# ---- decode_stage ----
==> decode_stage/final_congestion.png <==
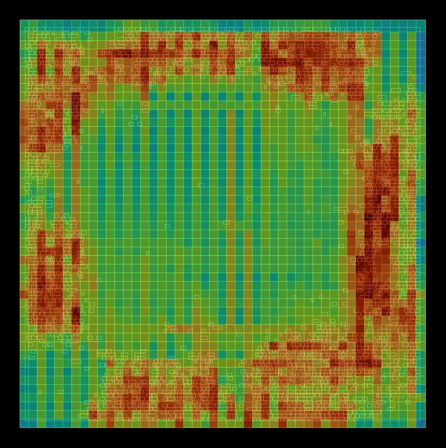

--- src/rtl/decode_stage.sv ---
// Y86 decode stage: register-ID decode, E/M/W forwarding onto valA/valB,
// load-use hazard detection and the D->E pipeline register.
module decode_stage #(
  parameter int DATA_WID = 64,
  parameter int ADDR_WID = 4
) (
  input  logic                CLK,
  input  logic                RST,
  input  logic                D_valid,
  input  logic [3:0]          D_icode,
  input  logic [3:0]          D_ifun,
  input  logic [ADDR_WID-1:0] D_rA,
  input  logic [ADDR_WID-1:0] D_rB,
  input  logic [DATA_WID-1:0] D_valC,
  input  logic [DATA_WID-1:0] D_valP,
  output logic [ADDR_WID-1:0] srcA,
  output logic [ADDR_WID-1:0] srcB,
  input  logic [DATA_WID-1:0] rf_valA,
  input  logic [DATA_WID-1:0] rf_valB,
  input  logic [ADDR_WID-1:0] e_dstE,
  input  logic [DATA_WID-1:0] e_valE,
  input  logic [ADDR_WID-1:0] M_dstE,
  input  logic [DATA_WID-1:0] M_valE,
  input  logic [ADDR_WID-1:0] M_dstM,
  input  logic [DATA_WID-1:0] m_valM,
  input  logic [ADDR_WID-1:0] W_dstE,
  input  logic [DATA_WID-1:0] W_valE,
  input  logic [ADDR_WID-1:0] W_dstM,
  input  logic [DATA_WID-1:0] W_valM,
  input  logic                E_flush,
  output logic                stall_FD,
  output logic                E_valid,
  output logic [3:0]          E_icode,
  output logic [3:0]          E_ifun,
  output logic [DATA_WID-1:0] E_valC,
  output logic [DATA_WID-1:0] E_valA,
  output logic [DATA_WID-1:0] E_valB,
  output logic [ADDR_WID-1:0] E_dstE,
  output logic [ADDR_WID-1:0] E_dstM,
  output logic [ADDR_WID-1:0] E_srcA,
  output logic [ADDR_WID-1:0] E_srcB
);

  localparam logic [ADDR_WID-1:0] RNONE = '1;
  localparam logic [ADDR_WID-1:0] RSP   = ADDR_WID'(4);

  localparam logic [3:0] IC_NOP   = 4'h1;
  localparam logic [3:0] IC_RRMOV = 4'h2;
  localparam logic [3:0] IC_IRMOV = 4'h3;
  localparam logic [3:0] IC_RMMOV = 4'h4;
  localparam logic [3:0] IC_MRMOV = 4'h5;
  localparam logic [3:0] IC_OPQ   = 4'h6;
  localparam logic [3:0] IC_JXX   = 4'h7;
  localparam logic [3:0] IC_CALL  = 4'h8;
  localparam logic [3:0] IC_RET   = 4'h9;
  localparam logic [3:0] IC_PUSH  = 4'hA;
  localparam logic [3:0] IC_POP   = 4'hB;

  typedef struct packed {
    logic                valid;
    logic [3:0]          icode;
    logic [3:0]          ifun;
    logic [DATA_WID-1:0] valC;
    logic [DATA_WID-1:0] valA;
    logic [DATA_WID-1:0] valB;
    logic [ADDR_WID-1:0] dstE;
    logic [ADDR_WID-1:0] dstM;
    logic [ADDR_WID-1:0] srcA;
    logic [ADDR_WID-1:0] srcB;
  } e_bundle_t;

  logic [ADDR_WID-1:0] w_srcA, w_srcB, w_dstE, w_dstM;
  logic [DATA_WID-1:0] w_valA, w_valB;
  logic                w_loaduse;
  e_bundle_t           w_bubble, w_decoded;
  e_bundle_t           r_e;

  // NOTE: every always_comb output gets a default first so no path leaves it
  // unassigned, which would otherwise infer a latch.
  always_comb begin
    w_srcA = RNONE;
    w_srcB = RNONE;
    w_dstE = RNONE;
    w_dstM = RNONE;
    if (D_valid) begin
      case (D_icode)
        IC_RRMOV, IC_RMMOV, IC_OPQ, IC_PUSH: w_srcA = D_rA;
        IC_RET, IC_POP:                      w_srcA = RSP;
        default:                             w_srcA = RNONE;
      endcase
      case (D_icode)
        IC_RMMOV, IC_MRMOV, IC_OPQ:          w_srcB = D_rB;
        IC_CALL, IC_RET, IC_PUSH, IC_POP:    w_srcB = RSP;
        default:                             w_srcB = RNONE;
      endcase
      case (D_icode)
        IC_RRMOV, IC_IRMOV, IC_OPQ:          w_dstE = D_rB;
        IC_CALL, IC_RET, IC_PUSH, IC_POP:    w_dstE = RSP;
        default:                             w_dstE = RNONE;
      endcase
      case (D_icode)
        IC_MRMOV, IC_POP:                    w_dstM = D_rA;
        default:                             w_dstM = RNONE;
      endcase
    end
  end

  // Youngest producer wins; RNONE sources never match a destination.
  always_comb begin
    w_valA = rf_valA;
    if (D_icode == IC_JXX || D_icode == IC_CALL) w_valA = D_valP;
    else if (w_srcA != RNONE) begin
      if      (w_srcA == e_dstE) w_valA = e_valE;
      else if (w_srcA == M_dstM) w_valA = m_valM;
      else if (w_srcA == M_dstE) w_valA = M_valE;
      else if (w_srcA == W_dstM) w_valA = W_valM;
      else if (w_srcA == W_dstE) w_valA = W_valE;
    end
  end

  always_comb begin
    w_valB = rf_valB;
    if (w_srcB != RNONE) begin
      if      (w_srcB == e_dstE) w_valB = e_valE;
      else if (w_srcB == M_dstM) w_valB = m_valM;
      else if (w_srcB == M_dstE) w_valB = M_valE;
      else if (w_srcB == W_dstM) w_valB = W_valM;
      else if (w_srcB == W_dstE) w_valB = W_valE;
    end
  end

  assign w_loaduse = r_e.valid
                  && (r_e.icode == IC_MRMOV || r_e.icode == IC_POP)
                  && (r_e.dstM != RNONE)
                  && (r_e.dstM == w_srcA || r_e.dstM == w_srcB);

  always_comb begin
    w_bubble       = '0;
    w_bubble.icode = IC_NOP;
    w_bubble.dstE  = RNONE;
    w_bubble.dstM  = RNONE;
    w_bubble.srcA  = RNONE;
    w_bubble.srcB  = RNONE;
  end

  always_comb begin
    w_decoded.valid = D_valid;
    w_decoded.icode = D_icode;
    w_decoded.ifun  = D_ifun;
    w_decoded.valC  = D_valC;
    w_decoded.valA  = w_valA;
    w_decoded.valB  = w_valB;
    w_decoded.dstE  = w_dstE;
    w_decoded.dstM  = w_dstM;
    w_decoded.srcA  = w_srcA;
    w_decoded.srcB  = w_srcB;
  end

  always_ff @(posedge CLK) begin
    if (RST)                       r_e <= w_bubble;
    else if (E_flush || w_loaduse) r_e <= w_bubble;
    else                           r_e <= w_decoded;
  end

  assign srcA     = w_srcA;
  assign srcB     = w_srcB;
  assign stall_FD = w_loaduse;

  assign E_valid = r_e.valid;
  assign E_icode = r_e.icode;
  assign E_ifun  = r_e.ifun;
  assign E_valC  = r_e.valC;
  assign E_valA  = r_e.valA;
  assign E_valB  = r_e.valB;
  assign E_dstE  = r_e.dstE;
  assign E_dstM  = r_e.dstM;
  assign E_srcA  = r_e.srcA;
  assign E_srcB  = r_e.srcB;

endmodule

--- config.mk ---
export PLATFORM = sky130hd
export DESIGN_NAME = decode_stage
export DESIGN_NICKNAME = d
export VERILOG_FILES = /design/src/rtl/decode_stage.sv
export SDC_FILE = /design/constraint.sdc
export NUM_CORES = 1
export LEC_CHECK = 0
export CAP_MARGIN = 15
export CORE_AREA = 4 4 321 323
export CTS_BUF_LIST = sky130_fd_sc_hd__clkbuf_8
export CTS_CLUSTER_SIZE = 14
export DETAILED_ROUTE_END_ITERATION = 10
export DIE_AREA = 0 0 325 327
export GPL_TIMING_DRIVEN = 0
export SLEW_MARGIN = 20
export SYNTH_ARGS = -nofsm -noshare
export SYNTH_HDL_FRONTEND = slang
export SYNTH_SLANG_ARGS = --single-unit
--- constraint.sdc ---
create_clock -name CLK -period 3.82 [get_ports CLK]
set_clock_uncertainty 0.2 [all_clocks]
set_input_delay 0.382 -clock CLK [delete_from_list [all_inputs] [get_ports CLK]]
set_output_delay 0.382 -clock CLK [all_outputs]
set_load 0.005 [all_outputs]
# ---- compare_result_tracker ----
<file path="src/rtl/compare_result_tracker.sv">
// Decodes max-comparator winner flags into a registered result slot
// and keeps saturating win/tie counts, streak length and a sticky alarm.
module compare_result_tracker #(
    parameter int CNT_W     = 8,
    parameter int STREAK_TH = 4
) (
    input  logic             clk,
    input  logic             rst,
    input  logic             clear,
    input  logic             in_valid,
    output logic             in_ready,
    input  logic             agt,
    input  logic             bgt,
    input  logic             cgt,
    input  logic             dgt,
    output logic             out_valid,
    input  logic             out_ready,
    output logic [1:0]       win_idx,
    output logic             tie,
    output logic             err,
    output logic [CNT_W-1:0] cnt_a,
    output logic [CNT_W-1:0] cnt_b,
    output logic [CNT_W-1:0] cnt_c,
    output logic [CNT_W-1:0] cnt_d,
    output logic [CNT_W-1:0] cnt_tie,
    output logic [CNT_W-1:0] streak_len,
    output logic             alarm
);

    typedef enum logic {
        EMPTY = 1'b0,
        FULL  = 1'b1
    } slot_t;

    localparam logic [CNT_W-1:0] CNT_MAX = '1;
    localparam logic [CNT_W-1:0] TH      = CNT_W'(STREAK_TH);
    localparam logic [CNT_W-1:0] ONE     = CNT_W'(1);

    slot_t            state_q;
    slot_t            state_d;
    logic             accept;
    logic [3:0]       flags;
    logic             dec_one;
    logic             dec_tie;
    logic             dec_err;
    logic [1:0]       dec_idx;
    logic [CNT_W-1:0] cnt_q [5];
    logic [CNT_W-1:0] streak_q;
    logic [CNT_W-1:0] streak_d;
    logic [1:0]       last_q;
    logic             alarm_q;
    logic [1:0]       idx_q;
    logic             tie_q;
    logic             err_q;

    function automatic logic [CNT_W-1:0] sat_inc(input logic [CNT_W-1:0] v);
        return (v == CNT_MAX) ? v : v + ONE;
    endfunction

    assign flags = {agt, bgt, cgt, dgt};

    always_comb begin
        dec_one = 1'b0;
        dec_tie = 1'b0;
        dec_err = 1'b0;
        dec_idx = 2'd0;
        case (flags)
            4'b1000: begin dec_one = 1'b1; dec_idx = 2'd0; end
            4'b0100: begin dec_one = 1'b1; dec_idx = 2'd1; end
            4'b0010: begin dec_one = 1'b1; dec_idx = 2'd2; end
            4'b0001: begin dec_one = 1'b1; dec_idx = 2'd3; end
            4'b1111: dec_tie = 1'b1;
            default: dec_err = 1'b1;
        endcase
    end

    // Slot may be refilled in the same cycle it drains.
    always_comb begin
        state_d  = state_q;
        in_ready = !clear && (state_q == EMPTY || out_ready);
        accept   = in_valid && in_ready;
        if (clear)
            state_d = EMPTY;
        else if (accept)
            state_d = FULL;
        else if (out_ready)
            state_d = EMPTY;
    end

    always_comb begin
        streak_d = '0;
        if (dec_one) begin
            if (dec_idx == last_q && streak_q != '0)
                streak_d = sat_inc(streak_q);
            else
                streak_d = ONE;
        end
    end

    always_ff @(posedge clk or posedge rst) begin
        if (rst)
            state_q <= EMPTY;
        else
            state_q <= state_d;
    end

    always_ff @(posedge clk or posedge rst) begin
        if (rst) begin
            for (int i = 0; i < 5; i++)
                cnt_q[i] <= '0;
            streak_q <= '0;
            last_q   <= 2'd0;
            alarm_q  <= 1'b0;
            idx_q    <= 2'd0;
            tie_q    <= 1'b0;
            err_q    <= 1'b0;
        end else if (clear) begin
            for (int i = 0; i < 5; i++)
                cnt_q[i] <= '0;
            streak_q <= '0;
            last_q   <= 2'd0;
            alarm_q  <= 1'b0;
            idx_q    <= 2'd0;
            tie_q    <= 1'b0;
            err_q    <= 1'b0;
        end else if (accept) begin
            idx_q    <= dec_idx;
            tie_q    <= dec_tie;
            err_q    <= dec_err;
            streak_q <= streak_d;
            if (dec_one) begin
                cnt_q[dec_idx] <= sat_inc(cnt_q[dec_idx]);
                last_q         <= dec_idx;
            end
            if (dec_tie)
                cnt_q[4] <= sat_inc(cnt_q[4]);
            if (streak_d == TH)
                alarm_q <= 1'b1;
        end
    end

    assign out_valid  = (state_q == FULL);
    assign win_idx    = idx_q;
    assign tie        = tie_q;
    assign err        = err_q;
    assign cnt_a      = cnt_q[0];
    assign cnt_b      = cnt_q[1];
    assign cnt_c      = cnt_q[2];
    assign cnt_d      = cnt_q[3];
    assign cnt_tie    = cnt_q[4];
    assign streak_len = streak_q;
    assign alarm      = alarm_q;

endmodule

</file>
<file path="config.mk">
export PLATFORM = sky130hd
export DESIGN_NAME = compare_result_tracker
export DESIGN_NICKNAME = d
export VERILOG_FILES = /design/src/rtl/compare_result_tracker.sv
export SDC_FILE = /design/constraint.sdc
export NUM_CORES = 1
export LEC_CHECK = 0
export ABC_AREA = 1
export CAP_MARGIN = 30
export CELL_PAD_IN_SITES_DETAIL_PLACEMENT = 1
export CELL_PAD_IN_SITES_GLOBAL_PLACEMENT = 1
export CORE_ASPECT_RATIO = 0.6
export CORE_MARGIN = 8
export CORE_UTILIZATION = 37
export CTS_BUF_LIST = sky130_fd_sc_hd__clkbuf_16
export CTS_CLUSTER_SIZE = 20
export DETAILED_ROUTE_END_ITERATION = 6
export GPL_TIMING_DRIVEN = 0
export PLACE_DENSITY = 0.84
export SLEW_MARGIN = 10
export SYNTH_ARGS = -nofsm -noshare
export SYNTH_HDL_FRONTEND = slang
export SYNTH_SLANG_ARGS = --single-unit
</file>
<file path="constraint.sdc">
create_clock -name clk -period 2 [get_ports clk]
set_input_delay 0.4 -clock clk [delete_from_list [all_inputs] [get_ports clk]]
set_output_delay 0.4 -clock clk [all_outputs]
set_load 0.005 [all_outputs]
</file>
# ---- fetch_stage ----
==> src/rtl/fetch_stage.sv <==
// fetch_stage: stage 1 of the 2-stage core.
// Holds the PC, issues one instruction-memory read at a time, and registers
// the returned instruction with its PC for stage 2. A one-entry skid buffer
// catches a response that arrives while stage 2 is stalled. Taken control
// transfers from stage 2 redirect the PC and squash any in-flight fetch.
module fetch_stage #(
  parameter int              PC_W     = 16,
  parameter logic [PC_W-1:0] RESET_PC = '0
) (
  input  logic            clk,
  input  logic            rst,
  input  logic            stall,
  input  logic            redirect,
  input  logic [PC_W-1:0] redirect_pc,
  output logic            imem_req,
  output logic [PC_W-1:0] imem_addr,
  input  logic            imem_valid,
  input  logic [31:0]     imem_rdata,
  output logic [31:0]     instr,
  output logic [PC_W-1:0] instr_pc,
  output logic            instr_valid,
  output logic [4:0]      opcode,
  output logic [PC_W-1:0] link_pc
);

  // BOOT  : one idle cycle after reset release
  // ISSUE : read request is on the bus this cycle
  // WAIT  : request outstanding, waiting for the response
  // HOLD  : response parked in the skid buffer until stage 2 can take it
  // KILL  : request outstanding but squashed by a redirect; drop its data
  typedef enum logic [2:0] {BOOT, ISSUE, WAIT, HOLD, KILL} state_e;

  state_e          state_q, state_d;
  logic [PC_W-1:0] pc_q, pc_d;
  logic            imem_req_q, imem_req_d;
  logic [PC_W-1:0] imem_addr_q, imem_addr_d;
  logic [31:0]     instr_q, instr_d;
  logic [PC_W-1:0] instr_pc_q, instr_pc_d;
  logic            instr_valid_q, instr_valid_d;
  logic [31:0]     skid_q, skid_d;

  logic            takeRedirect;
  logic [PC_W-1:0] pcInc;

  // A redirect only counts when it comes from a real, unstalled instruction.
  assign takeRedirect = redirect & instr_valid_q & ~stall;
  assign pcInc        = pc_q + PC_W'(1);

  // Next-state logic: sequential fetch, then redirect overrides on top.
  always_comb begin
    state_d       = state_q;
    pc_d          = pc_q;
    instr_d       = instr_q;
    instr_pc_d    = instr_pc_q;
    skid_d        = skid_q;
    instr_valid_d = stall ? instr_valid_q : 1'b0;

    case (state_q)
      BOOT: state_d = ISSUE;
      ISSUE: state_d = WAIT;
      WAIT: begin
        if (imem_valid) begin
          if (stall) begin
            skid_d  = imem_rdata;
            state_d = HOLD;
          end else begin
            instr_d       = imem_rdata;
            instr_pc_d    = pc_q;
            instr_valid_d = 1'b1;
            pc_d          = pcInc;
            state_d       = ISSUE;
          end
        end
      end
      HOLD: begin
        if (!stall) begin
          instr_d       = skid_q;
          instr_pc_d    = pc_q;
          instr_valid_d = 1'b1;
          pc_d          = pcInc;
          skid_d        = '0;
          state_d       = ISSUE;
        end
      end
      KILL: begin
        if (imem_valid) begin
          state_d = ISSUE;
        end
      end
      default: state_d = BOOT;
    endcase

    if (takeRedirect) begin
      pc_d          = redirect_pc;
      instr_d       = instr_q;
      instr_pc_d    = instr_pc_q;
      instr_valid_d = 1'b0;
      skid_d        = '0;
      case (state_q)
        WAIT:        state_d = imem_valid ? ISSUE : KILL;
        ISSUE, KILL: state_d = KILL;
        default:     state_d = ISSUE;
      endcase
    end

    imem_req_d  = (state_d == ISSUE);
    imem_addr_d = imem_req_d ? pc_d : imem_addr_q;
  end

  // State and registered outputs; the request is high exactly while in ISSUE.
  always_ff @(posedge clk or posedge rst) begin
    if (rst) begin
      state_q       <= BOOT;
      pc_q          <= RESET_PC;
      imem_req_q    <= 1'b0;
      imem_addr_q   <= RESET_PC;
      instr_q       <= '0;
      instr_pc_q    <= '0;
      instr_valid_q <= 1'b0;
      skid_q        <= '0;
    end else begin
      state_q       <= state_d;
      pc_q          <= pc_d;
      imem_req_q    <= imem_req_d;
      imem_addr_q   <= imem_addr_d;
      instr_q       <= instr_d;
      instr_pc_q    <= instr_pc_d;
      instr_valid_q <= instr_valid_d;
      skid_q        <= skid_d;
    end
  end

  assign imem_req    = imem_req_q;
  assign imem_addr   = imem_addr_q;
  assign instr       = instr_q;
  assign instr_pc    = instr_pc_q;
  assign instr_valid = instr_valid_q;
  assign opcode      = instr_q[31:27];
  assign link_pc     = instr_pc_q + PC_W'(1);

endmodule
==> config.mk <==
export PLATFORM = sky130hd
export DESIGN_NAME = fetch_stage
export DESIGN_NICKNAME = d
export VERILOG_FILES = /design/src/rtl/fetch_stage.sv
export SDC_FILE = /design/constraint.sdc
export NUM_CORES = 1
export LEC_CHECK = 0
export CORE_MARGIN = 8
export CORE_UTILIZATION = 55
export DETAILED_ROUTE_END_ITERATION = 8
export DONT_BUFFER_PORTS = 1
export PLACE_DENSITY = 0.7
export SLEW_MARGIN = 20
export SYNTH_ARGS = -nofsm -noshare
export SYNTH_HDL_FRONTEND = slang
export SYNTH_SLANG_ARGS = --single-unit
export TNS_END_PERCENT = 5
==> constraint.sdc <==
create_clock -name clk -period 8.2 [get_ports clk]
set_input_delay 1.64 -clock clk [delete_from_list [all_inputs] [get_ports clk]]
set_output_delay 1.64 -clock clk [all_outputs]
set_load 0.1 [all_outputs]
==> fetch_stage/met3.png <==
Cells faint in the background.
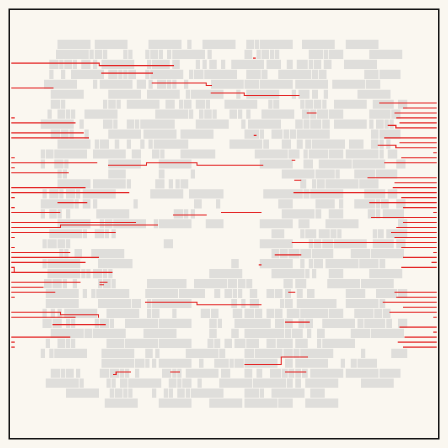
The layer holds 9.5% of the routed length. 88 nets have wire on it. The layer carries 1220 um of wire. The longest straight run is 39.3 um.
vias: 4080
DRT Wirelength: 12.9 mm
met3 usage: 8.88%

==> fetch_stage/met2.png <==
The bar under the picture is 20 um long.
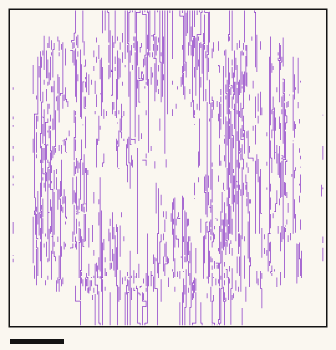
The wires run mostly vertical. 512 nets have wire on it. The longest straight run is 65.3 um. The layer holds 48% of the routed length. The layer carries 6160 um of wire.
met2 Track Usage GR: 31.1%

==> results_slide.txt, fetch_stage <==
Physical Implementation Snapshot

Global routing
  • Number of global-route vias before repair: 4078

Clock network
  • TritonCTS sink count: 117
  • Worst-path clk slew: 0.05 ns
  • Insertion Delay late pin: 0.51 ns

Synthesis
  • Synthesized cell area: 5590 um^2
  • Post-synthesis compound-gate area fraction: 14.1%
  • Post-synthesis adder-cell area fraction: 0.447%
  • Ys flop type: dfrtp_1
  • Seq share, synth: 52.3%
  • Syn Inst Count: 559
  • EDFF count, synth: 0
  • Registers, synthesis: 117

Critical path
  • Slowest Stage Delay on Critical Path: 1.05 ns
  • Worst Reg2Reg Path Length in Cells: 5
  • Startpoint class of the critical path: flop
  • Critical Path Sink: link_pc[11]

Timing
  • Max-slew headroom: 21.0%
  • Final hold slack: 0.477 ns
  • Worst slew pin tran: 1.18 ns

Routing
  • WL per Instance: 18.4 um
  • Wl on met1: 5.35 mm
  • Drt initial violations: 252

Cells and area
  • Clk cell area share: 10.0%
  • Non-clock buffers: 14
  • P&R area growth vs syn: 14.3%
  • Most frequent cells in the layout: nand2_1, dfrtp_1, nor2_1
  • Post-Layout Inst Area: 6390 um^2
  • Seq cells: 117
  • Filler instances: 836
  • Layout clock buffers: 23
  • Most numerous logic cell after layout: nand2_1

Floorplanning
  • # IOs: 140
  • Die Y: 117 um

Min path
  • Hold Path Depth: 2
  • Worst hold path startpoint: skid_q[28]
  • Hold WC Path Type: reg -> reg

Run status
  • Status: finished, final reports clean

Placement
  • DP HPWL: 8.78 mm
  • Pre-CTS setup slack: 3.66 ns
## fetch_stage: state kept, by name, indices dropped and copies added (netlist names)
name,flops
instr,32
skid_q,32
imem_addr,16
instr_pc,16
pc_q,16
state_q,3
imem_req,1
instr_valid,1
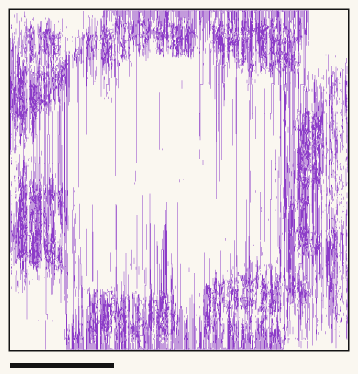
(decode_stage/met2.png)
The bar under the picture is 100 um long.
The longest straight run is 220 um. The wires run mostly vertical. The layer carries 54.6 mm of wire.

About decode_stage/final_congestion.png:
WL per Instance: 30.2 um
Core Util, Final: 26.1%

==> results_slide.txt, decode_stage <==
Physical Implementation Snapshot

Min path
  • Hold WC Path Type: in -> reg
  • Hold path endpoint: E_valC[25]
  • Hold Path Depth: 2

Synthesis
  • Synth cell types: 67
  • Syn Nets: 2295
  • Synthesized cell area: 14200 um^2
  • Syn Inst Count: 1679
  • Yosys stat chip area: 14200 um^2
  • Ys flop type: dfxtp_1

Clock network
  • CTS Hold Bufs: 42
  • H-tree levels: 2
  • TritonCTS clock tree: yes

Run status
  • Status: finished, final reports clean

Critical path
  • Startpoint class of the critical path: input port

Floorplanning
  • Die Wd: 325 um

Cells and area
  • Leading cell kind: buffers
  • Filler instances: 10818

Timing
  • Final min period: 3.79 ns
-- decode_stage: cells in the final DEF, fill, tap and decap left out, drive strengths merged, types with 4 or more instances in the layout --
cell type / count
o21ai: 201
nand2: 140
mux2: 64
a31oi: 67
buf: 68
clkbuf: 187
clkinv: 6
diode: 24
or2: 5
nor2b: 4
nand2b: 9
o211ai: 4
inv: 87
dlygate4sd3: 42
a31o: 64
a41oi: 4
nand3: 10
a221oi: 66
xor2: 17
o221ai: 128
nor4: 6
clkdlybuf4s50: 837
o22ai: 66
nor3b: 4
a311oi: 64
dfxtp: 217
and2: 75
nor2: 139
xnor2: 18
a21o: 5
nand4: 7
==> compare_result_tracker/met4.png <==
The bar under the picture is 50 um long. Supply wires on this layer in grey.
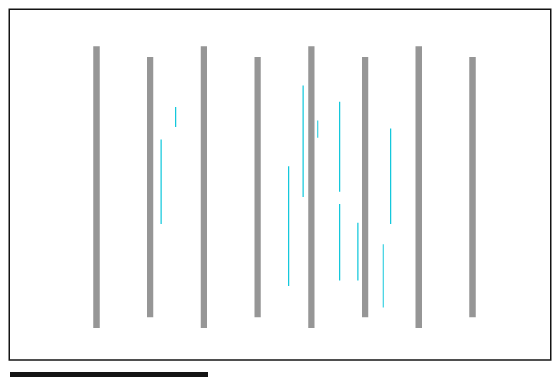
The layer holds 1.4% of the routed length. 9 nets have wire on it. The longest straight run is 29.9 um. The layer carries 183 um of wire. The wires run mostly vertical.
DRT Wirelength: 12.9 mm
vias: 3475

==> compare_result_tracker/met2.png <==
The bar under the picture is 50 um long.
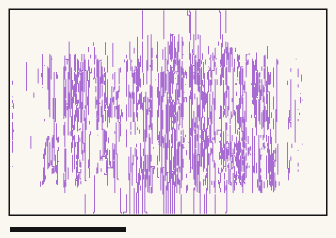
The longest straight run is 38.1 um. The layer holds 47% of the routed length. 493 nets have wire on it.

==> results_slide.txt, compare_result_tracker <==
Physical Implementation Snapshot

Global routing
  • GR peak layer: met2
  • Antenna violations before repair: 0

Floorplanning
  • Site Rows: 26
  • # IOs: 64
  • Die Y: 88.3 um

Critical path
  • Worst Reg2Reg Path Length in Cells: 10
  • WP buf/inv: 3
  • WP data required: 2.22 ns
  • Max Fanout on Critical Path: 9
  • Critical Path Sink: cnt_d[7]
  • Worst setup path class: in -> reg

Clock network
  • H-tree levels: 2
  • Insertion Delay late pin: 0.30 ns
  • Post-CTS Setup Inserts: 14
  • Worst-path clk slew: 0.07 ns

Synthesis
  • Post-synthesis adder-cell area fraction: 1.55%
  • Yosys warning total: 0
  • Syn Inst Count: 430
  • Registers, synthesis: 56

Job
  • Log Warnings: 28

Placement
  • I/O Buffers: 62
  • RePlAce Congestion: 0.883
  • Pre-CTS setup slack: -1.04 ns

Run status
  • Status: finished with violations
  • Failing checks: setup timing

Timing
  • Finish-stage setup viols: 2
  • Final Max Slew Viols: 0
  • Worst setup margin: -0.0252 ns
  • RSZ-0062 raised after global routing: yes
  • Worst slew pin tran: 0.756 ns

Cells and area
  • Filler instances: 1036
  • Layout cells sized above 1: 21.7%
  • Layout Cells excl Fill: 641
-- compare_result_tracker: area by class of cell --
cell class                 instances  area [um^2]  share of cell area, %
multi-input combinational        326         1850                   40.4
sequential                        56         1400                   30.6
timing repair buffer              92          860                   18.7
inverter                          43          171                   3.73
tap                              112          140                   3.05
clock buffer                       5          125                   2.73
buffer                             4         23.8                  0.518
clock inverter                     3         13.8                  0.300

# ---- encoder_fec_ctrl ----
**config.mk**
```make
export PLATFORM = sky130hd
export DESIGN_NAME = encoder_fec_ctrl
export DESIGN_NICKNAME = d
export VERILOG_FILES = /design/src/rtl/encoder_fec_ctrl.sv
export SDC_FILE = /design/constraint.sdc
export NUM_CORES = 1
export LEC_CHECK = 0
export CAP_MARGIN = 0
export CORE_MARGIN = 1
export CORE_UTILIZATION = 25
export DETAILED_ROUTE_END_ITERATION = 10
export PLACE_DENSITY = 0.54
export SETUP_SLACK_MARGIN = 0.2
export SLEW_MARGIN = 20
export SYNTH_ARGS = -nofsm -noshare
export SYNTH_HDL_FRONTEND = slang
export SYNTH_SLANG_ARGS = --single-unit
```
**constraint.sdc**
```tcl
create_clock -name clk -period 5.9 [get_ports clk]
set_input_delay 0.59 -clock clk [delete_from_list [all_inputs] [get_ports clk]]
set_output_delay 0.59 -clock clk [all_outputs]
set_load 0.005 [all_outputs]
```
**src/rtl/encoder_fec_ctrl.sv**
```systemverilog
// rtl/encoder_fec_ctrl.sv - frame sequencer: input buffer -> Hamming encoder -> output buffer
module encoder_fec_ctrl #(
  parameter int DATA_WIDTH     = 8,
  parameter int HAMMING_WIDTH  = 16,
  parameter int ENTRIES_BUFFER = 1024,
  parameter int CNT_WIDTH      = $clog2(ENTRIES_BUFFER) + 1
) (
  input  logic                     clk,
  input  logic                     rst_n,
  input  logic                     start,
  input  logic                     abort,
  input  logic [CNT_WIDTH-1:0]     frame_len,
  output logic                     busy,
  output logic                     done,
  output logic [CNT_WIDTH-1:0]     msg_count,
  output logic                     in_rd_en,
  input  logic [DATA_WIDTH-1:0]    in_rd_data,
  input  logic                     in_empty,
  input  logic                     in_rd_valid,
  output logic                     enc_valid,
  output logic [DATA_WIDTH-1:0]    enc_data,
  input  logic                     enc_ready,
  input  logic                     enc_out_valid,
  input  logic [HAMMING_WIDTH-1:0] enc_out_data,
  output logic                     out_wr_en,
  output logic [HAMMING_WIDTH-1:0] out_wr_data,
  input  logic                     out_full
);

  typedef enum logic [2:0] {
    IDLE, READ, WAIT_RD, ENCODE, WAIT_ENC, WRITE, DONE
  } state_t;

  localparam logic [CNT_WIDTH-1:0] MAX_LEN = CNT_WIDTH'(ENTRIES_BUFFER);
  localparam logic [CNT_WIDTH-1:0] CNT_ONE = CNT_WIDTH'(1);

  state_t               state, state_nxt;
  logic [CNT_WIDTH-1:0] len_q;
  logic [CNT_WIDTH-1:0] start_len;
  logic [CNT_WIDTH-1:0] count_inc;
  logic                 wr_fire;

  assign start_len = (frame_len > MAX_LEN) ? MAX_LEN : frame_len;
  assign count_inc = (msg_count == MAX_LEN) ? msg_count : msg_count + CNT_ONE;

  // Read and write strobes are suppressed in an abort cycle so that msg_count
  // always equals the number of words actually handed to the output buffer.
  assign wr_fire   = (state == WRITE) && !out_full && !abort;
  assign in_rd_en  = (state == READ) && !in_empty && !abort;
  assign out_wr_en = wr_fire;
  assign enc_valid = (state == ENCODE);
  assign busy      = (state != IDLE);
  assign done      = (state == DONE);

  // State register
  always_ff @(posedge clk or negedge rst_n) begin
    if (!rst_n) state <= IDLE;
    else        state <= state_nxt;
  end

  // Next-state decode; abort overrides every other transition outside IDLE
  always_comb begin
    state_nxt = state;
    case (state)
      IDLE:     if (start) state_nxt = (start_len == '0) ? DONE : READ;
      READ:     if (!in_empty) state_nxt = WAIT_RD;
      WAIT_RD:  if (in_rd_valid) state_nxt = ENCODE;
      ENCODE:   if (enc_ready) state_nxt = WAIT_ENC;
      WAIT_ENC: if (enc_out_valid) state_nxt = WRITE;
      WRITE:    if (!out_full) state_nxt = (count_inc == len_q) ? DONE : READ;
      DONE:     state_nxt = IDLE;
      default:  state_nxt = IDLE;
    endcase
    if (abort && state != IDLE) state_nxt = IDLE;
  end

  // Frame length latch, message counter and the two data holding registers
  always_ff @(posedge clk or negedge rst_n) begin
    if (!rst_n) begin
      len_q       <= '0;
      msg_count   <= '0;
      enc_data    <= '0;
      out_wr_data <= '0;
    end else begin
      if (state == IDLE && start) begin
        len_q     <= start_len;
        msg_count <= '0;
      end
      if (state == WAIT_RD && in_rd_valid && !abort) enc_data <= in_rd_data;
      if (state == WAIT_ENC && enc_out_valid && !abort) out_wr_data <= enc_out_data;
      if (wr_fire) msg_count <= count_inc;
    end
  end

endmodule

```
==> encoder_fec_ctrl/met1.png <==
The bar under the picture is 20 um long. Supply wires on this layer in grey.
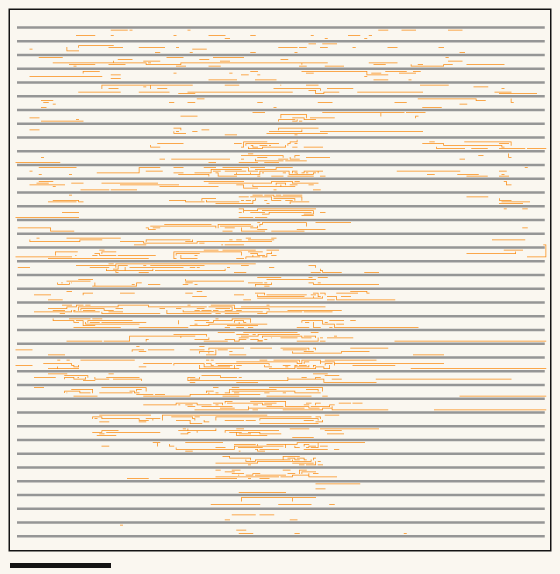
The wires run mostly horizontal. The layer holds 47% of the routed length.

==> encoder_fec_ctrl/met2.png <==
The bar under the picture is 20 um long.
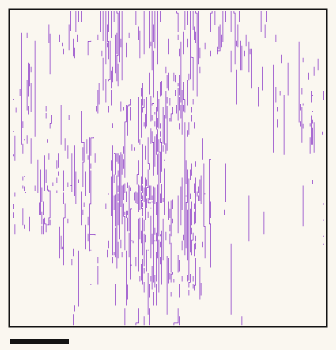
The wires run mostly vertical. The layer carries 3360 um of wire. The layer holds 47% of the routed length. The longest straight run is 44.9 um. 343 nets have wire on it.
met2 Track Usage GR: 20.4%
vias: 2302
DRT Wirelength: 7.13 mm

==> encoder_fec_ctrl/met3.png <==
Cells faint in the background.
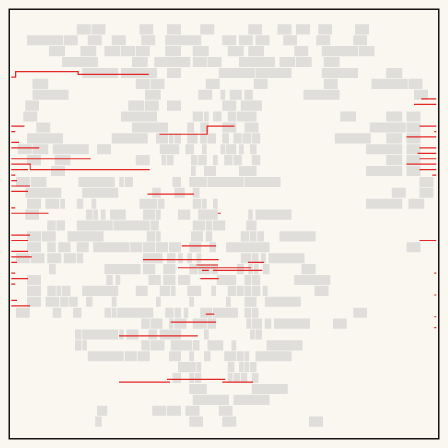
The layer holds 5.3% of the routed length. The layer carries 374 um of wire. The wires run mostly horizontal.
met3 usage: 2.74%

==> results_slide.txt <==
Physical Implementation Snapshot

Synthesis
  • Yosys simple share: 21.6%
  • Registers, synthesis: 49
  • Syn avg cell area: 9.96 um^2

Floorplanning
  • # IOs: 84
  • Initial Util: 26.1%

Run status
  • Status: finished, final reports clean

Critical path
  • WP data arrival: 2.72 ns
  • Crit path depth: 5
  • Worst R2R End: state[0]
  • Worst flop-to-flop path startpoint: msg_count[0]
  • Slowest CP cell: clkdlybuf4s50_1

Power
  • Pwr Density: 348 nW/um^2

Cells and area
  • Most numerous logic cell after layout: clkdlybuf4s50_1

Timing
  • Finish-stage setup viols: 0
  • Worst setup margin: 2.59 ns
  • Final hold viol count: 0

Routing
  • Met3 WL: 374 um

Global routing
  • Number of global-route vias before repair: 2264

Placement
  • Placed instance count: 480
  • Pre-CTS setup slack: 2.61 ns
  • I/O Buffers: 83

Clock network
  • Worst-path clk slew: 0.09 ns
  • Insertion Delay late pin: 0.31 ns
## power breakdown
group	switching (W)	internal [W]	leakage, nW	total (W)
Sequential	0.0000968	0.000447	0.644	0.000544
Combinational	0.000208	0.000321	0.784	0.000529
Clock	0.000115	0.000127	0.0554	0.000242
## layout make-up
class,instances,area (um^2),share of cell area (%)
multi-input combinational,207,1430,37.8
sequential,49,1230,32.4
timing repair buffer,84,833,22.0
tap,136,170,4.50
clock buffer,6,72.6,1.92
clock inverter,2,38.8,1.02
inverter,4,15.0,0.397


==> layout pictures side by side <==
The metal 1 layer.
picture 1
The bar under the picture is 100 um long. Supply wires on this layer in grey.
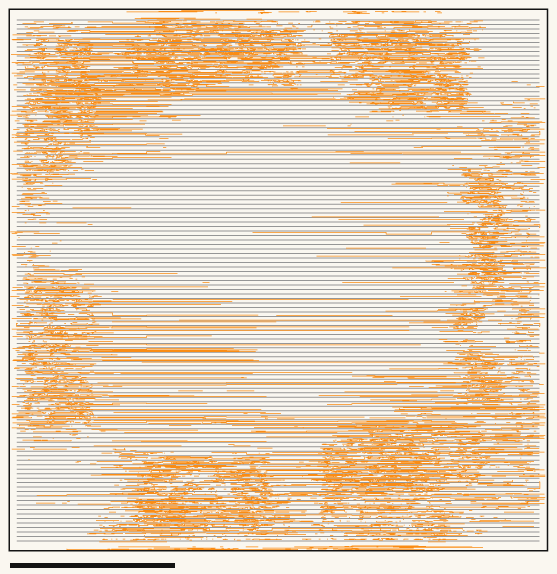
picture 2
The bar under the picture is 50 um long. Supply wires on this layer in grey.
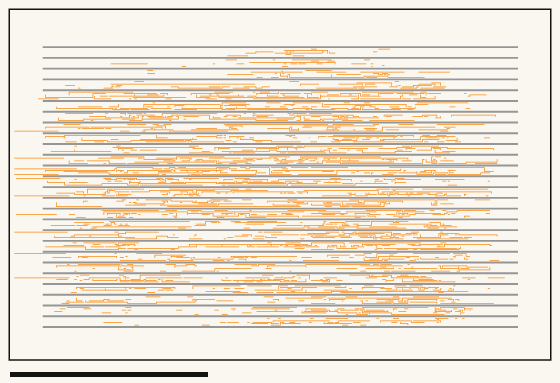
picture 3
The bar under the picture is 20 um long. Supply wires on this layer in grey.
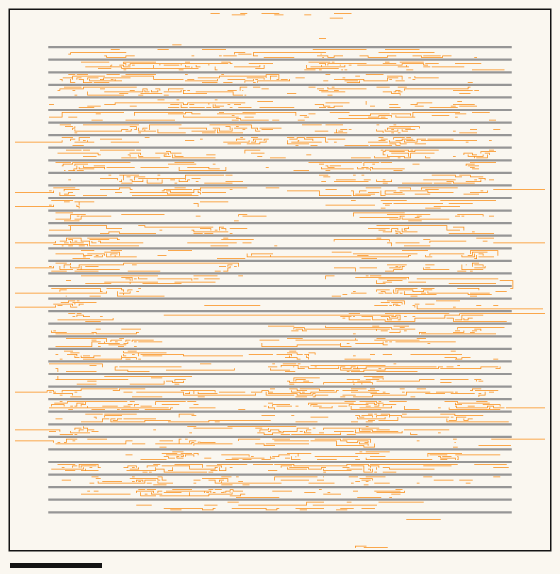
The one with the largest die is picture 1.
| picture | from |
|---|---|
| picture 2 | compare_result_tracker |
| picture 3 | fetch_stage |
| picture 1 | decode_stage |

Key to picture 1:
The layer holds 39% of the routed length. The wires run mostly horizontal.


==> layout pictures side by side <==
Routing congestion.
image #1
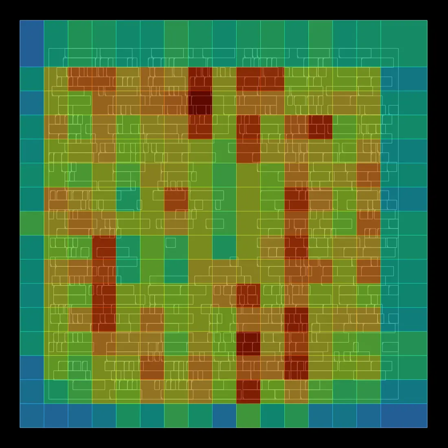
image #2
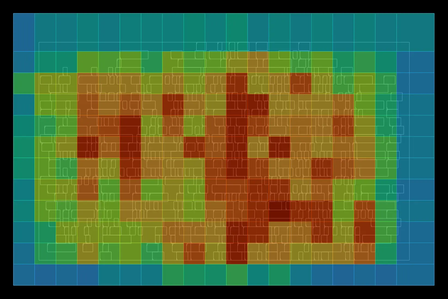
image #3
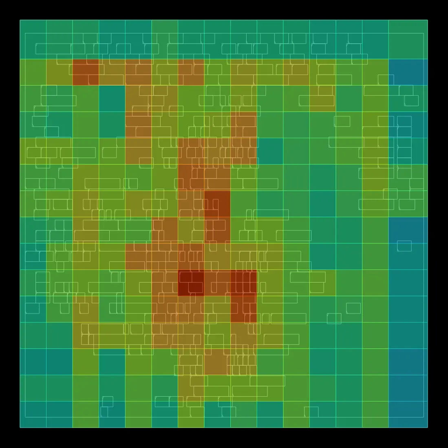
- image #2 = compare_result_tracker
- image #3 = encoder_fec_ctrl
- image #1 = fetch_stage
Of these, highest utilization: image #1
Of these, lowest utilization: image #3

No activity file was given, so power comes from the tool's default toggle rates.
